=== fetch_buffer ===
Fig. 1: fetch_buffer, the metal 1 layer
Bar = 50 µm.
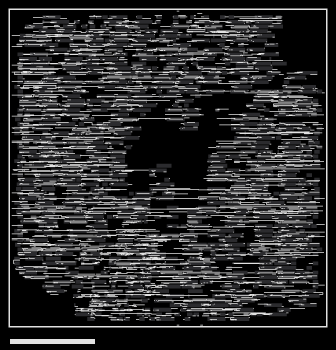

**config.mk**
```make
export PLATFORM = sky130hd
export DESIGN_NAME = fetch_buffer
export DESIGN_NICKNAME = d
export VERILOG_FILES = /design/src/rtl/fetch_buffer_pkg.sv /design/src/rtl/fetch_entry_queue.sv /design/src/rtl/fetch_buffer.sv
export SDC_FILE = /design/constraint.sdc
export NUM_CORES = 1
export LEC_CHECK = 0
export CAP_MARGIN = 20
export CELL_PAD_IN_SITES_DETAIL_PLACEMENT = 0
export CELL_PAD_IN_SITES_GLOBAL_PLACEMENT = 1
export CORE_MARGIN = 2
export CORE_UTILIZATION = 47
export DETAILED_ROUTE_END_ITERATION = 8
export GPL_ROUTABILITY_DRIVEN = 0
export PLACE_DENSITY = 0.76
export SLEW_MARGIN = 10
export SYNTH_ARGS = -nofsm -noshare
export SYNTH_HDL_FRONTEND = slang
export SYNTH_SLANG_ARGS = --single-unit
```
**constraint.sdc**
```tcl
create_clock -name clk -period 4 [get_ports clk]
set_clock_uncertainty 0.15 [all_clocks]
set_input_delay 0.4 -clock clk [delete_from_list [all_inputs] [get_ports clk]]
set_output_delay 0.4 -clock clk [all_outputs]
set_load 0.01 [all_outputs]
```
**src/rtl/fetch_buffer_pkg.sv**
```systemverilog
`default_nettype none
// ============================================================================
// Module      : fetch_buffer_pkg
// Description : Shared fetch-path definitions: address width, instruction
//               width, default fetch-buffer depth and the canonical layout
//               of one fetch-buffer entry.
// Revision    : 1.0 - initial release
// ============================================================================
package fetch_buffer_pkg;

  localparam int XLEN        = 32;  // address / PC width
  localparam int ILEN        = 32;  // instruction width
  localparam int FETCH_DEPTH = 4;   // default entries / max in-flight requests

  // One fetch-buffer slot at the default address width.
  typedef struct packed {
    logic [XLEN-1:0] pc;
    logic [XLEN-1:0] pc_plus_4;
    logic [ILEN-1:0] instr;
    logic            filled;
  } fetch_entry_t;

endpackage : fetch_buffer_pkg
`default_nettype wire

```
**src/rtl/fetch_entry_queue.sv**
```systemverilog
`default_nettype none
// ============================================================================
// Module      : fetch_entry_queue
// Description : Circular array of fetch entries. A slot is allocated when
//               its request is accepted, filled when the matching response
//               returns (in order), and dequeued from the head once filled.
//               Allocation, fill and dequeue may all happen in one cycle.
//               A flush empties the queue by collapsing alloc/fill onto head.
// Ports       : clk, rst               - clock, async active-high reset
//               i_flush                - drop all entries
//               i_alloc_en/_pc/_pc_plus_4 - allocate a slot for a request
//               i_fill_en/i_fill_instr - write the next response
//               i_deq_en               - pop the head entry
//               o_count, o_unfilled    - occupancy / allocated-but-empty
//               o_head_*               - head entry payload and filled bit
// Revision    : 1.0 - initial release
// ============================================================================
module fetch_entry_queue
  import fetch_buffer_pkg::*;
#(
  parameter int XLEN  = fetch_buffer_pkg::XLEN,
  parameter int DEPTH = FETCH_DEPTH
) (
  input  logic                           clk,
  input  logic                           rst,
  input  logic                           i_flush,
  input  logic                           i_alloc_en,
  input  logic [XLEN-1:0]                i_alloc_pc,
  input  logic [XLEN-1:0]                i_alloc_pc_plus_4,
  input  logic                           i_fill_en,
  input  logic [ILEN-1:0]                i_fill_instr,
  input  logic                           i_deq_en,
  output logic [$clog2(DEPTH+1)-1:0]     o_count,
  output logic [$clog2(DEPTH+1)-1:0]     o_unfilled,
  output logic                           o_head_filled,
  output logic [XLEN-1:0]                o_head_pc,
  output logic [XLEN-1:0]                o_head_pc_plus_4,
  output logic [ILEN-1:0]                o_head_instr
);

  localparam int IW = $clog2(DEPTH);
  localparam int CW = $clog2(DEPTH+1);

  logic [XLEN-1:0]  r_pc        [DEPTH];
  logic [XLEN-1:0]  r_pc_plus_4 [DEPTH];
  logic [ILEN-1:0]  r_instr     [DEPTH];
  logic [DEPTH-1:0] r_filled;

  logic [IW-1:0]    r_alloc;
  logic [IW-1:0]    r_fill;
  logic [IW-1:0]    r_head;
  logic [CW-1:0]    r_count;
  logic [CW-1:0]    r_unfilled;

  // Control state. The head slot's filled bit is cleared on dequeue so an
  // empty queue (head == alloc) never presents a stale valid entry.
  always_ff @(posedge clk or posedge rst) begin
    if (rst) begin
      r_alloc    <= '0;
      r_fill     <= '0;
      r_head     <= '0;
      r_count    <= '0;
      r_unfilled <= '0;
      r_filled   <= '0;
    end else if (i_flush) begin
      r_filled   <= '0;
      r_count    <= '0;
      r_unfilled <= '0;
      r_alloc    <= r_head;
      r_fill     <= r_head;
    end else begin
      // Dequeue targets a filled slot, fill an unfilled one and alloc a free
      // one, so the three indices never collide when their enables are set.
      if (i_deq_en) begin
        r_filled[r_head] <= 1'b0;
        r_head           <= r_head + IW'(1);
      end
      if (i_alloc_en) begin
        r_filled[r_alloc] <= 1'b0;
        r_alloc           <= r_alloc + IW'(1);
      end
      if (i_fill_en) begin
        r_filled[r_fill] <= 1'b1;
        r_fill           <= r_fill + IW'(1);
      end
      r_count    <= r_count + CW'(i_alloc_en) - CW'(i_deq_en);
      r_unfilled <= r_unfilled + CW'(i_alloc_en) - CW'(i_fill_en);
    end
  end

  // Payload storage carries no reset; the filled bits qualify it.
  always_ff @(posedge clk) begin
    if (i_alloc_en && !i_flush) begin
      r_pc[r_alloc]        <= i_alloc_pc;
      r_pc_plus_4[r_alloc] <= i_alloc_pc_plus_4;
    end
    if (i_fill_en && !i_flush) begin
      r_instr[r_fill] <= i_fill_instr;
    end
  end

  assign o_count          = r_count;
  assign o_unfilled       = r_unfilled;
  assign o_head_filled    = r_filled[r_head];
  assign o_head_pc        = r_pc[r_head];
  assign o_head_pc_plus_4 = r_pc_plus_4[r_head];
  assign o_head_instr     = r_instr[r_head];

endmodule : fetch_entry_queue
`default_nettype wire

```
**src/rtl/fetch_buffer.sv**
```systemverilog
`default_nettype none
// ============================================================================
// Module      : fetch_buffer
// Description : Decouples the PC register / instruction memory from decode.
//               Issues one request per cycle while buffer slots plus
//               outstanding flushed requests leave room, stalls the PC
//               otherwise, and presents filled entries to decode in order.
//               A redirect flushes the buffer; responses still owed for the
//               flushed requests are counted in drop_cnt and discarded.
// Ports       : clk, rst                     - clock, async active-high reset
//               pc_in, pc_plus_4_in          - current fetch PC and PC+4
//               redirect                     - taken branch / jump
//               stall_f                      - hold PC register
//               imem_req_valid/_ready/_addr  - request to instruction memory
//               imem_rsp_valid/_data         - in-order response
//               dec_valid/_ready             - handshake to decode
//               dec_instr/_pc/_pc_plus_4     - head entry payload
// Revision    : 1.0 - initial release
// ============================================================================
module fetch_buffer
  import fetch_buffer_pkg::*;
#(
  parameter int XLEN  = fetch_buffer_pkg::XLEN,
  parameter int DEPTH = FETCH_DEPTH
) (
  input  logic            clk,
  input  logic            rst,
  input  logic [XLEN-1:0] pc_in,
  input  logic [XLEN-1:0] pc_plus_4_in,
  input  logic            redirect,
  output logic            stall_f,
  output logic            imem_req_valid,
  input  logic            imem_req_ready,
  output logic [XLEN-1:0] imem_req_addr,
  input  logic            imem_rsp_valid,
  input  logic [ILEN-1:0] imem_rsp_data,
  output logic            dec_valid,
  input  logic            dec_ready,
  output logic [ILEN-1:0] dec_instr,
  output logic [XLEN-1:0] dec_pc,
  output logic [XLEN-1:0] dec_pc_plus_4
);

  localparam int CW = $clog2(DEPTH+1);

  if (DEPTH < 2 || (DEPTH & (DEPTH - 1)) != 0) begin : g_bad_depth
    $error("fetch_buffer: DEPTH must be a power of two and at least 2");
  end

  logic [CW-1:0] w_count;
  logic [CW-1:0] w_unfilled;
  logic [CW-1:0] r_drop_cnt;
  logic [CW:0]   w_occupancy;
  logic          w_head_filled;
  logic          w_req_valid;
  logic          w_accept;
  logic          w_rsp_drop;
  logic          w_fill;
  logic          w_deq;

  // Slots in use plus responses still owed to flushed requests. Uses the
  // start-of-cycle count only, so a same-cycle dequeue frees no credit.
  assign w_occupancy = {1'b0, w_count} + {1'b0, r_drop_cnt};
  assign w_req_valid = !rst && !redirect && (w_occupancy < (CW+1)'(DEPTH));
  assign w_accept    = w_req_valid && imem_req_ready;

  assign imem_req_valid = w_req_valid;
  assign imem_req_addr  = pc_in;

  // Never stall on a redirect so the PC register always takes the target.
  assign stall_f = rst || (!w_accept && !redirect);

  assign w_rsp_drop = imem_rsp_valid && (r_drop_cnt != '0);
  assign w_fill     = imem_rsp_valid && !w_rsp_drop && !redirect;

  assign dec_valid = w_head_filled && !redirect;
  assign w_deq     = dec_valid && dec_ready;

  fetch_entry_queue #(
    .XLEN  (XLEN),
    .DEPTH (DEPTH)
  ) u_queue (
    .clk               (clk),
    .rst               (rst),
    .i_flush           (redirect),
    .i_alloc_en        (w_accept),
    .i_alloc_pc        (pc_in),
    .i_alloc_pc_plus_4 (pc_plus_4_in),
    .i_fill_en         (w_fill),
    .i_fill_instr      (imem_rsp_data),
    .i_deq_en          (w_deq),
    .o_count           (w_count),
    .o_unfilled        (w_unfilled),
    .o_head_filled     (w_head_filled),
    .o_head_pc         (dec_pc),
    .o_head_pc_plus_4  (dec_pc_plus_4),
    .o_head_instr      (dec_instr)
  );

  // On redirect every unfilled slot becomes an orphaned request, less the
  // response (if any) that arrives this very cycle and is thrown away now.
  always_ff @(posedge clk or posedge rst) begin
    if (rst) begin
      r_drop_cnt <= '0;
    end else if (redirect) begin
      r_drop_cnt <= r_drop_cnt + w_unfilled - CW'(imem_rsp_valid);
    end else if (w_rsp_drop) begin
      r_drop_cnt <= r_drop_cnt - CW'(1);
    end
  end

  // A response with nothing outstanding means the memory broke protocol.
  a_rsp_expected : assert property (@(posedge clk) disable iff (rst)
    !(imem_rsp_valid && (w_unfilled == '0) && (r_drop_cnt == '0)));

  a_occupancy_bound : assert property (@(posedge clk) disable iff (rst)
    w_occupancy <= (CW+1)'(DEPTH));

  // Drop counter is consumed by dropped responses; fill and drop never both.
  logic w_unused;
  assign w_unused = ^{pc_plus_4_in[0], w_fill & w_rsp_drop};

endmodule : fetch_buffer
`default_nettype wire

```
=== keypoint_collect ===
===== src/rtl/keypoint_collect.sv =====
// keypoint_collect
//   Turns the extremum stage's per-pixel key_valid/key_mark stream into
//   {row, col} keypoint coordinates in original-image space, buffers them in
//   a FIFO and streams them out on an AXI-stream master. After each frame a
//   trailer word {drop_cnt, key_cnt} follows the last keypoint of that frame.
//
// Ports
//   axi_clk        clock
//   axi_rst        asynchronous, active-high reset
//   key_valid      one pulse per pixel position
//   key_mark       pixel is an extremum (qualified by key_valid)
//   m_axis_tdata   keypoint {row, col} or trailer {drop_cnt, key_cnt}
//   m_axis_tvalid  output word valid
//   m_axis_tready  downstream ready
//   m_axis_tuser   1 = trailer word
//   m_axis_tlast   1 = trailer word (end of frame)
//   overflow       sticky: a keypoint or trailer was lost

module keypoint_collect #(
    parameter int KEY_COLUMN   = 508,
    parameter int KEY_ROW      = 508,
    parameter int COORD_OFFSET = 2,
    parameter int COORD_WIDTH  = 16,
    parameter int FIFO_DEPTH   = 64
) (
    input  logic                     axi_clk,
    input  logic                     axi_rst,
    input  logic                     key_valid,
    input  logic                     key_mark,
    output logic [2*COORD_WIDTH-1:0] m_axis_tdata,
    output logic                     m_axis_tvalid,
    input  logic                     m_axis_tready,
    output logic                     m_axis_tuser,
    output logic                     m_axis_tlast,
    output logic                     overflow
);

    localparam int CW = (KEY_COLUMN > 1) ? $clog2(KEY_COLUMN) : 1;
    localparam int RW = (KEY_ROW > 1) ? $clog2(KEY_ROW) : 1;
    localparam int AW = (FIFO_DEPTH > 1) ? $clog2(FIFO_DEPTH) : 1;
    localparam int DW = 2 * COORD_WIDTH;

    logic [CW-1:0]          col_cnt;
    logic [RW-1:0]          row_cnt;
    logic                   col_last;
    logic                   row_last;
    logic                   frame_end;

    logic [DW-1:0]          mem [FIFO_DEPTH];
    logic [AW-1:0]          wr_ptr;
    logic [AW-1:0]          rd_ptr;
    logic [AW:0]            count;
    logic [AW:0]            count_next;
    logic                   fifo_full;

    logic [COORD_WIDTH-1:0] key_cnt;
    logic [COORD_WIDTH-1:0] drop_cnt;
    logic [COORD_WIDTH-1:0] key_snap;
    logic [COORD_WIDTH-1:0] drop_snap;
    logic [COORD_WIDTH-1:0] trl_key;
    logic [COORD_WIDTH-1:0] trl_drop;
    logic                   trailer_pending;
    logic [AW:0]            remain;

    logic                   wr_req;
    logic                   wr_ok;
    logic                   drop;
    logic                   trailer_sel;
    logic                   xfer;
    logic                   pop;
    logic                   trailer_xfer;
    logic                   capture;
    logic [COORD_WIDTH-1:0] row_coord;
    logic [COORD_WIDTH-1:0] col_coord;

    assign col_last  = (col_cnt == CW'(KEY_COLUMN - 1));
    assign row_last  = (row_cnt == RW'(KEY_ROW - 1));
    assign frame_end = key_valid && col_last && row_last;

    assign row_coord = COORD_WIDTH'(row_cnt) + COORD_WIDTH'(COORD_OFFSET);
    assign col_coord = COORD_WIDTH'(col_cnt) + COORD_WIDTH'(COORD_OFFSET);

    // Occupancy is judged before this cycle's pop, so a full FIFO drops the
    // incoming keypoint even if the head leaves in the same cycle.
    assign fifo_full = (count == (AW+1)'(FIFO_DEPTH));
    assign wr_req    = key_valid && key_mark;
    assign wr_ok     = wr_req && !fifo_full;
    assign drop      = wr_req && fifo_full;

    // The trailer is shown only once every entry queued ahead of it is gone;
    // later-frame keypoints sit behind it in the FIFO.
    assign trailer_sel   = trailer_pending && (remain == '0);
    assign m_axis_tvalid = (count != '0) || trailer_sel;
    assign m_axis_tuser  = trailer_sel;
    assign m_axis_tlast  = trailer_sel;
    assign m_axis_tdata  = !m_axis_tvalid ? '0 :
                           trailer_sel    ? {trl_drop, trl_key} : mem[rd_ptr];

    assign xfer         = m_axis_tvalid && m_axis_tready;
    assign pop          = xfer && !trailer_sel;
    assign trailer_xfer = xfer && trailer_sel;

    // A new trailer can only be captured if the slot is free or being freed.
    assign capture = frame_end && (!trailer_pending || trailer_xfer);

    assign key_snap  = (wr_ok && key_cnt != '1)  ? key_cnt + COORD_WIDTH'(1)  : key_cnt;
    assign drop_snap = (drop && drop_cnt != '1) ? drop_cnt + COORD_WIDTH'(1) : drop_cnt;

    always_comb begin
        count_next = count;
        if (wr_ok && !pop) begin
            count_next = count + (AW+1)'(1);
        end else if (!wr_ok && pop) begin
            count_next = count - (AW+1)'(1);
        end
    end

    always_ff @(posedge axi_clk or posedge axi_rst) begin
        if (axi_rst) begin
            col_cnt <= '0;
            row_cnt <= '0;
        end else if (key_valid) begin
            if (col_last) begin
                col_cnt <= '0;
                row_cnt <= row_last ? '0 : row_cnt + RW'(1);
            end else begin
                col_cnt <= col_cnt + CW'(1);
            end
        end
    end

    // Storage array carries no reset; tdata is forced to zero whenever
    // nothing valid is presented.
    always_ff @(posedge axi_clk) begin
        if (wr_ok) begin
            mem[wr_ptr] <= {row_coord, col_coord};
        end
    end

    always_ff @(posedge axi_clk or posedge axi_rst) begin
        if (axi_rst) begin
            wr_ptr <= '0;
            rd_ptr <= '0;
            count  <= '0;
        end else begin
            if (wr_ok) begin
                wr_ptr <= wr_ptr + AW'(1);
            end
            if (pop) begin
                rd_ptr <= rd_ptr + AW'(1);
            end
            count <= count_next;
        end
    end

    always_ff @(posedge axi_clk or posedge axi_rst) begin
        if (axi_rst) begin
            key_cnt         <= '0;
            drop_cnt        <= '0;
            trl_key         <= '0;
            trl_drop        <= '0;
            trailer_pending <= 1'b0;
            remain          <= '0;
            overflow        <= 1'b0;
        end else begin
            if (frame_end) begin
                key_cnt  <= '0;
                drop_cnt <= '0;
            end else begin
                key_cnt  <= key_snap;
                drop_cnt <= drop_snap;
            end

            if (capture) begin
                trl_key         <= key_snap;
                trl_drop        <= drop_snap;
                trailer_pending <= 1'b1;
                remain          <= count_next;
            end else begin
                if (trailer_xfer) begin
                    trailer_pending <= 1'b0;
                end
                if (pop && remain != '0) begin
                    remain <= remain - (AW+1)'(1);
                end
            end

            if (drop || (frame_end && !capture)) begin
                overflow <= 1'b1;
            end
        end
    end

endmodule


===== config.mk =====
export PLATFORM = sky130hd
export DESIGN_NAME = keypoint_collect
export DESIGN_NICKNAME = d
export VERILOG_FILES = /design/src/rtl/keypoint_collect.sv
export SDC_FILE = /design/constraint.sdc
export NUM_CORES = 1
export LEC_CHECK = 0
export ABC_AREA = 1
export CAP_MARGIN = 20
export CORE_ASPECT_RATIO = 1.75
export CORE_MARGIN = 2
export CORE_UTILIZATION = 57
export DETAILED_ROUTE_END_ITERATION = 8
export GPL_TIMING_DRIVEN = 0
export PLACE_DENSITY = 0.74
export SYNTH_ARGS = -nofsm -noshare
export SYNTH_HDL_FRONTEND = slang
export SYNTH_SLANG_ARGS = --single-unit
export TNS_END_PERCENT = 100

===== constraint.sdc =====
create_clock -name axi_clk -period 9.8 [get_ports axi_clk]
set_input_delay 2.45 -clock axi_clk [delete_from_list [all_inputs] [get_ports axi_clk]]
set_output_delay 2.45 -clock axi_clk [all_outputs]
set_load 0.02 [all_outputs]

=== rx_data_buffer ===
`src/rtl/rx_data_buffer.sv`:
```
// Byte FIFO between the USB receive engine and the AHB-side consumer; also latches the last non-data packet code.
// Latency: a read request returns its byte on rx_data one cycle later, qualified by an rx_data_valid pulse.
// Backpressure: none; writes while full are dropped (sticky overflow) and reads while empty are ignored (sticky underflow).
//
// Ports:
//   clk, n_rst                       clock and asynchronous active-low reset
//   store_rx_packet, rx_packet,      strobe, packet code and data byte from usb_rx
//   rx_packet_data
//   get_rx_data                      consumer read request, one byte per cycle
//   clear                            synchronous flush of contents and flags
//   rx_data, rx_data_valid           registered read data and its one-cycle valid pulse
//   buffer_occupancy                 bytes stored, 0..DEPTH
//   last_packet                      last non-data packet code received
//   overflow, underflow              sticky error flags
//   empty, full                      occupancy status
module rx_data_buffer #(
  parameter int DEPTH = 64
) (
  input  logic                     clk,
  input  logic                     n_rst,
  input  logic                     store_rx_packet,
  input  logic [2:0]               rx_packet,
  input  logic [7:0]               rx_packet_data,
  input  logic                     get_rx_data,
  input  logic                     clear,
  output logic [7:0]               rx_data,
  output logic                     rx_data_valid,
  output logic [$clog2(DEPTH):0]   buffer_occupancy,
  output logic [2:0]               last_packet,
  output logic                     overflow,
  output logic                     underflow,
  output logic                     empty,
  output logic                     full
);

  localparam int AW = $clog2(DEPTH);
  localparam int OW = AW + 1;

  localparam logic [2:0] PKT_NONE = 3'b000;
  localparam logic [2:0] PKT_DATA = 3'b011;

  logic [7:0]    mem [DEPTH];
  logic [AW-1:0] wptr;
  logic [AW-1:0] rptr;
  logic [OW-1:0] occ;

  logic wr_req;
  logic rd_ok;
  logic wr_ok;
  logic code_load;

  assign empty            = (occ == '0);
  assign full             = (occ == OW'(DEPTH));
  assign buffer_occupancy = occ;

  assign wr_req    = store_rx_packet && (rx_packet == PKT_DATA);
  assign rd_ok     = get_rx_data && !empty;
  // When full, a same-cycle read frees the slot the write lands in
  // (wptr == rptr then, and the read samples the old contents).
  assign wr_ok     = wr_req && (!full || rd_ok) && !clear;
  assign code_load = store_rx_packet && (rx_packet != PKT_DATA) && (rx_packet != PKT_NONE);

  // Storage is not reset; pointers and occupancy define what is valid.
  always_ff @(posedge clk) begin
    if (wr_ok) begin
      mem[wptr] <= rx_packet_data;
    end
  end

  always_ff @(posedge clk or negedge n_rst) begin
    if (!n_rst) begin
      wptr          <= '0;
      rptr          <= '0;
      occ           <= '0;
      rx_data       <= 8'h00;
      rx_data_valid <= 1'b0;
      last_packet   <= PKT_NONE;
      overflow      <= 1'b0;
      underflow     <= 1'b0;
    end else if (clear) begin
      // rx_data deliberately holds its last value across a flush.
      wptr          <= '0;
      rptr          <= '0;
      occ           <= '0;
      rx_data_valid <= 1'b0;
      last_packet   <= PKT_NONE;
      overflow      <= 1'b0;
      underflow     <= 1'b0;
    end else begin
      rx_data_valid <= rd_ok;
      if (rd_ok) begin
        rx_data <= mem[rptr];
        rptr    <= rptr + AW'(1);
      end
      if (wr_ok) begin
        wptr <= wptr + AW'(1);
      end
      if (wr_ok && !rd_ok) begin
        occ <= occ + OW'(1);
      end else if (!wr_ok && rd_ok) begin
        occ <= occ - OW'(1);
      end
      if (wr_req && full && !get_rx_data) begin
        overflow <= 1'b1;
      end
      if (get_rx_data && empty) begin
        underflow <= 1'b1;
      end
      if (code_load) begin
        last_packet <= rx_packet;
      end
    end
  end

endmodule

```
`config.mk`:
```
export PLATFORM = sky130hd
export DESIGN_NAME = rx_data_buffer
export DESIGN_NICKNAME = d
export VERILOG_FILES = /design/src/rtl/rx_data_buffer.sv
export SDC_FILE = /design/constraint.sdc
export NUM_CORES = 1
export LEC_CHECK = 0
export ABC_AREA = 1
export CAP_MARGIN = 20
export CORE_MARGIN = 4
export CORE_UTILIZATION = 50
export DETAILED_ROUTE_END_ITERATION = 7
export GPL_ROUTABILITY_DRIVEN = 0
export HOLD_SLACK_MARGIN = 0.1
export PLACE_DENSITY_LB_ADDON = 0.08
export SYNTH_ARGS = -nofsm -noshare
export SYNTH_HDL_FRONTEND = slang
export SYNTH_SLANG_ARGS = --single-unit
```
`constraint.sdc`:
```
create_clock -name clk -period 2.35 [get_ports clk]
set_input_delay 0.705 -clock clk [delete_from_list [all_inputs] [get_ports clk]]
set_output_delay 0.705 -clock clk [all_outputs]
set_load 0.005 [all_outputs]
```

==> gallery <==
Met3 routing.
Bar = 50 µm.
picture 1
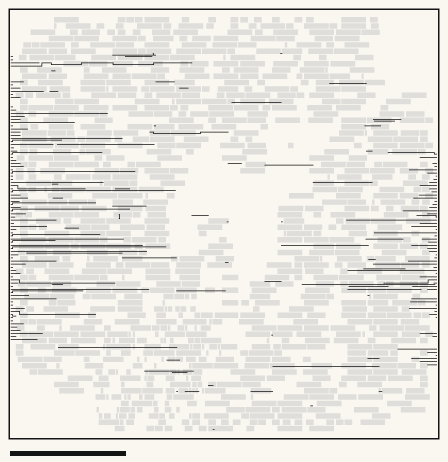
picture 2
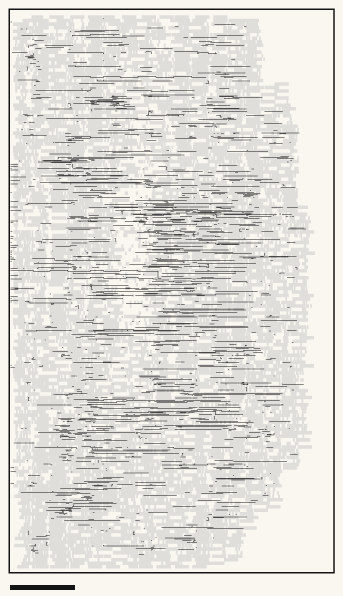
picture 3
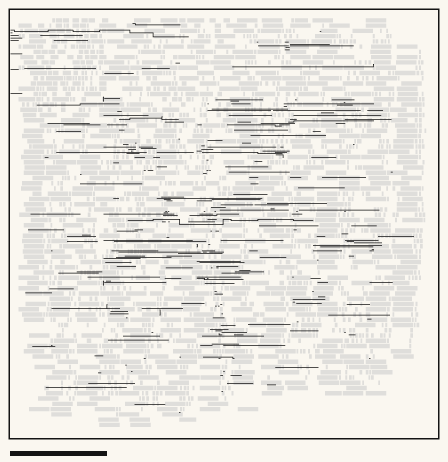
keypoint_collect is picture 2.
rx_data_buffer is picture 3.
fetch_buffer is picture 1.

Key to picture 3:
share of all routed wire = 5.9%
wire length on this layer = 3540 µm

Fig. 2: rx_data_buffer, signal wires on met2
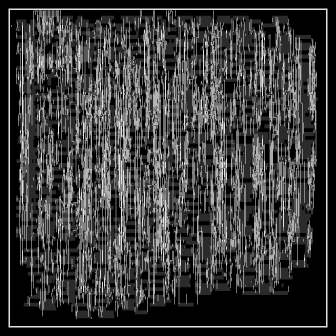
wire length on this layer = 28.5 mm
main direction = vertical
nets with wire on the layer = 1582
share of all routed wire = 48%
longest straight run = 115 µm

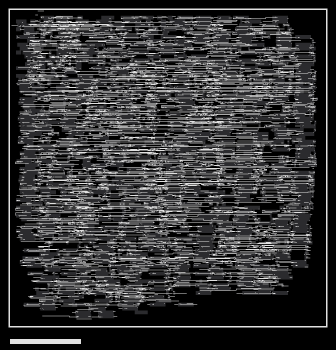
Fig. 3. The metal 1 layer (rx_data_buffer).
Bar = 50 µm.
wire length on this layer = 25.3 mm
nets with wire on the layer = 1979
total number of vias: 15225
met1 usage: 33.9%

==> summary.txt, rx_data_buffer <==
Item: results of the latest flow run.

- Leaving out the clock tree, the finished layout contains an inverter count of 40.
- The number of nets at the end of the flow is approximately 2100.
- The mux contribution to synthesized area is 0%.
- The share of power burned in the clock network is 34.8%.
- The detailed router reported a total wirelength of about 60000 µm.
- The average detailed-routed wire length per instance is ~22 µm.
- The power attributed to sequential cells is roughly 11 mW.
- The post-synthesis instance area is 0.0228 mm².
- The final reports fail on setup timing.
- The post-route cell area is roughly 0.027 mm².
- The area-dominant cell class after layout is sequential cells.
- The worst setup path is launched from a flop.
- The final timing report gives a worst setup slack of -0.0649 ns.
- The run finished, with violations left.
- The most numerous cell in the Yosys netlist is nand2_1.
- The total of endpoints with negative setup slack in the final report is 1.
- The xor and xnor fraction of the mapped netlist area is less than 1%.
- The number of sequential cells is 545.
- The deepest clock path buffer count is 3.
- The transition time at the pin with the least slew margin is roughly 0.7 ns.
- In the global route stage, overall resource usage came out at between 20% and 30%.
- The area added between synthesis and finish is 16.9%.
==> rx_data_buffer: critical path: stages (launching register included) <==
cell and delay [ns]:
dfrtp_1 0.38, nor2_1 0.13, nand3_2 0.16, nor2_4 0.15, buf_4 0.13, buf_6 0.09, buf_6 0.08
==> rx_data_buffer: per-stage QoR <==
stage | utilization, % | cells | hold slack [ns]
4_1_cts | 58.7 | 2750 | 0.120
6_report | 58.9 | 2751 | 0.125
3_3_place_gp | 54.6 | 2641 | 0.470
2_1_floorplan | - | 1972 | 0.409
5_1_grt | 58.9 | 2751 | 0.145
3_5_place_dp | 54.6 | 2641 | 0.478
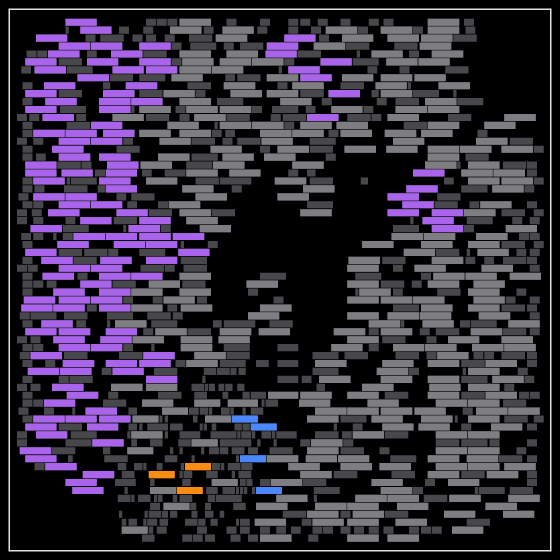
Fig. 4. Where the registers sit (fetch_buffer).
Other sequential cells in the stronger grey, the rest of the logic in the fainter grey.
orange -> u_queue.o_count  # flops 3
purple -> u_queue.r_pc  # flops 128
blue -> u_queue.r_filled  # flops 4, where bottom centre
not coloured = 268
share of the core filled with cells: 59.7%
sequential logic power: 5.00 mW

About Fig. 1:
longest straight run = 60.3 µm
share of all routed wire = 40%

==> summary.txt, fetch_buffer <==
Item: results of the latest flow run.

- The run finished with clean final reports.
- The post-synthesis share of cell area spent on full adders, half adders and majority gates is under 10%.
- The final timing report lists a max-slew violation count of 0.
- The later pin in the worst-skew pair is clocked with a latency of roughly 0.52 ns.
- The main power-consuming group is registers.
- Post-CTS repair changed the size of 0 cells.
- Counting flops with a built-in enable in the synthesized netlist gives ~380.
- The minimum period implied by the final worst setup slack is between 3 and 4 ns.
- The synthesis run shows multiplexers occupying about 14% of the cell area.
- The summed standard-cell area reported by yosys is ~0.015 mm².
- The overall die size recorded for this design is 0.0343 mm².
- Per the detail_route report, vias per standard cell equal between 5 and 6.
- The highest routing layer actually used is met5.
- In this run the critical path is formed by buf_12 > mux4_2 > clkdlybuf4s50_1.
- The xor and xnor fraction of the mapped netlist area is less than 1%.
- In this run the static leakage power is roughly 6.4 nW.
- The design received a total of ~440 well taps at floorplan.
- The worst register-to-register path begins at r_drop_cnt[2]$_DFFE_PP0P_.
- Wire segments on met3 add up to about 2500 µm in the final route.
- Once detail routing completed, the nets flagged for antenna violations numbered 0.
- The first global-routing pass estimated approximately 44000 µm of wire.
==> fetch_buffer: worst paths after layout <==
| kind | endpoint | slack [ns] |
|---|---|---|
| max in group asynchronous | u_queue.r_head[0]$_DFFE_PP0P_ | 3.34 |
| hold reg to reg | r_drop_cnt[2]$_DFFE_PP0P_ | 0.36 |
| setup reg to reg | u_queue.o_unfilled[2]$_DFF_PP0_ | 1.01 |
| min in group clk | u_queue.r_instr[1][9]$_DFFE_PP_ | 0.36 |
| hold / removal | r_drop_cnt[0]$_DFFE_PP0P_ | 0.10 |
| setup / recovery | dec_pc_plus_4[30] | 0.69 |
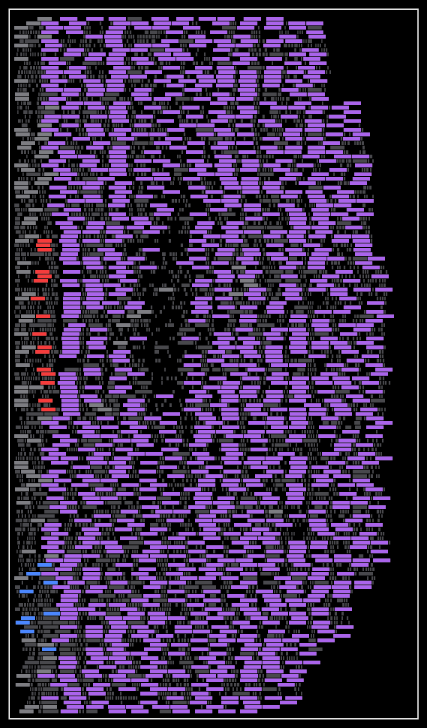
Fig. 5. Where the registers sit (keypoint_collect).
Other sequential cells in the stronger grey, the rest of the logic in the fainter grey.
blue -> row_cnt  # flops 9, where lower left
purple -> mem  # flops 1280, where all over the die
red -> drop_cnt  # flops 16, where middle left

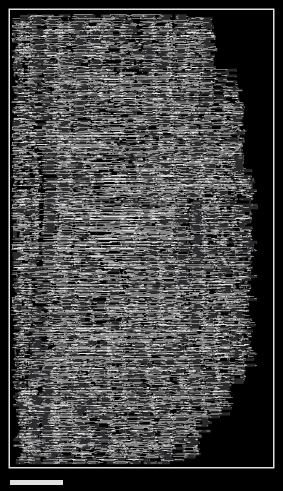
Fig. 6. The metal 1 layer (keypoint_collect).
Bar = 50 µm.
main direction = horizontal
wire length on this layer = 59.1 mm
longest straight run = 115 µm

==> summary.txt, keypoint_collect <==
Item: results of the latest flow run.

- The synthesis run shows the most used standard cells to be nand2_1, edfxtp_1, nand3_1.
- The count of mapped cells out of synthesis is approximately 5800.
- The final layout contains 6051 nets.
- In this run, synthesis inferred around 1300 flip-flops with an integrated enable.
- Buffers outside the clock tree occupy between 5 and 6% of the routed design's cell area.
- The type of origin of the critical path is a flop.
- The H-tree generated during clock tree synthesis spans 3 levels.
- The worst setup path is captured at an output port.
- The combinational fraction of design power is between 40% and 50%.
- The number of placed I/O pins is around 41.
- After detailed routing, the number of vias per cell comes to around 5.7.
- The combinational power reported by the tool is around 8.3 mW.
- For this run the aggregate overflow at the end of global routing stands at 0.
- The power attributed to sequential cells is approximately 7.2 mW.
- The endpoint of the lowest-slack register-to-register path is mem[19][3]$_DFFE_PP_.
- The highest-count logic cell in the final layout is nand2_1.
- The number of clock sinks is between 1000 and 1500.
- In this design, the stage delay of the slowest critical-path cell is between 0.6 and 0.7 ns.
- The register clock-pin slew on the reported worst setup and hold paths is around 0.070 ns.
- The OpenROAD report gives the critical path a data arrival time of approximately 4.7 ns.
- The number of cells after detailed placement is 7265.
- The main power-consuming group is combinational cells.
- The flow ran to the end, and the final reports show no timing, DRC or antenna violations.
- The pre-CTS worst setup slack is ~3.7 ns.
- Port buffering added 39 buffers.
- Setup repair after global routing left no endpoint under its margin.
- The startpoint identified for the worst register-to-register timing path is count[0]$_DFF_PP0_.
- The count of antenna-violating nets left after detailed routing is 0.
- The worst setup path startpoint is rd_ptr[1]$_DFFE_PP0N_.
- The synthesized netlist devotes less than 1% of its cell area to XOR and XNOR gates.
- The number of antenna violations at the first check in global routing was 4.
- The total iterations of the first detailed-routing run is 8.
- The number of global-route vias before repair is roughly 42000.
- The total routing usage reported by global routing is between 30% and 40%.
- The sum of negative setup slack is 0 ns.
- Measured against the total synthesized area, the mux share comes to 0%.
- The post-synthesis share of cell area spent on full adders, half adders and majority gates is less than 1%.
- The number of gates resized after CTS is 0.
- The portion of the post-synthesis area used by sequential elements is between 60% and 70%.
- The detailed-route wire length is around 180000 µm.
- The skew report gives the latency at the later pin of the worst-skew pair as roughly 0.78 ns.
- The detailed router reports a met3 wire length of ~14000 µm.
[keypoint_collect: flip-flops by register name, summed over array words and instances (netlist names), 6 cells and up]
register and count:
remain 7, rd_ptr 6, drop_cnt 16, trl_key 16
key_cnt 16, row_cnt 9, trl_drop 16, wr_ptr 6
col_cnt 9, mem 1280, count 7


==> notes/layouts.md <==
Pictures saved along the way, in no particular order.

Placement view.
image #1
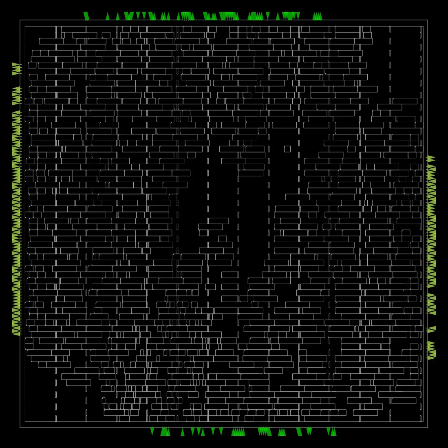
image #2
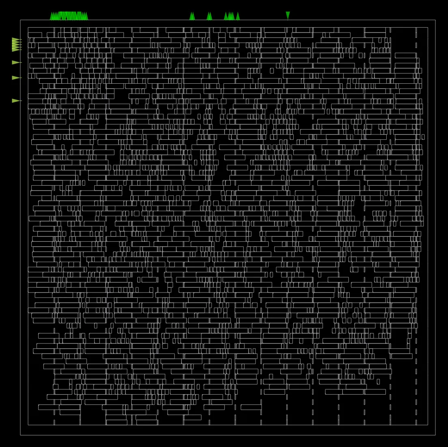
image #3
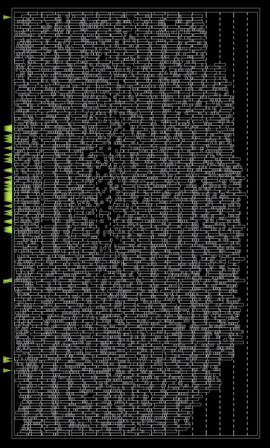
The one with the most sequential cells is image #3.
The one with the fewest sequential cells is image #1.
| picture | from |
|---|---|
| image #1 | fetch_buffer |
| image #2 | rx_data_buffer |
| image #3 | keypoint_collect |

Power and IR drop assume default switching activity.
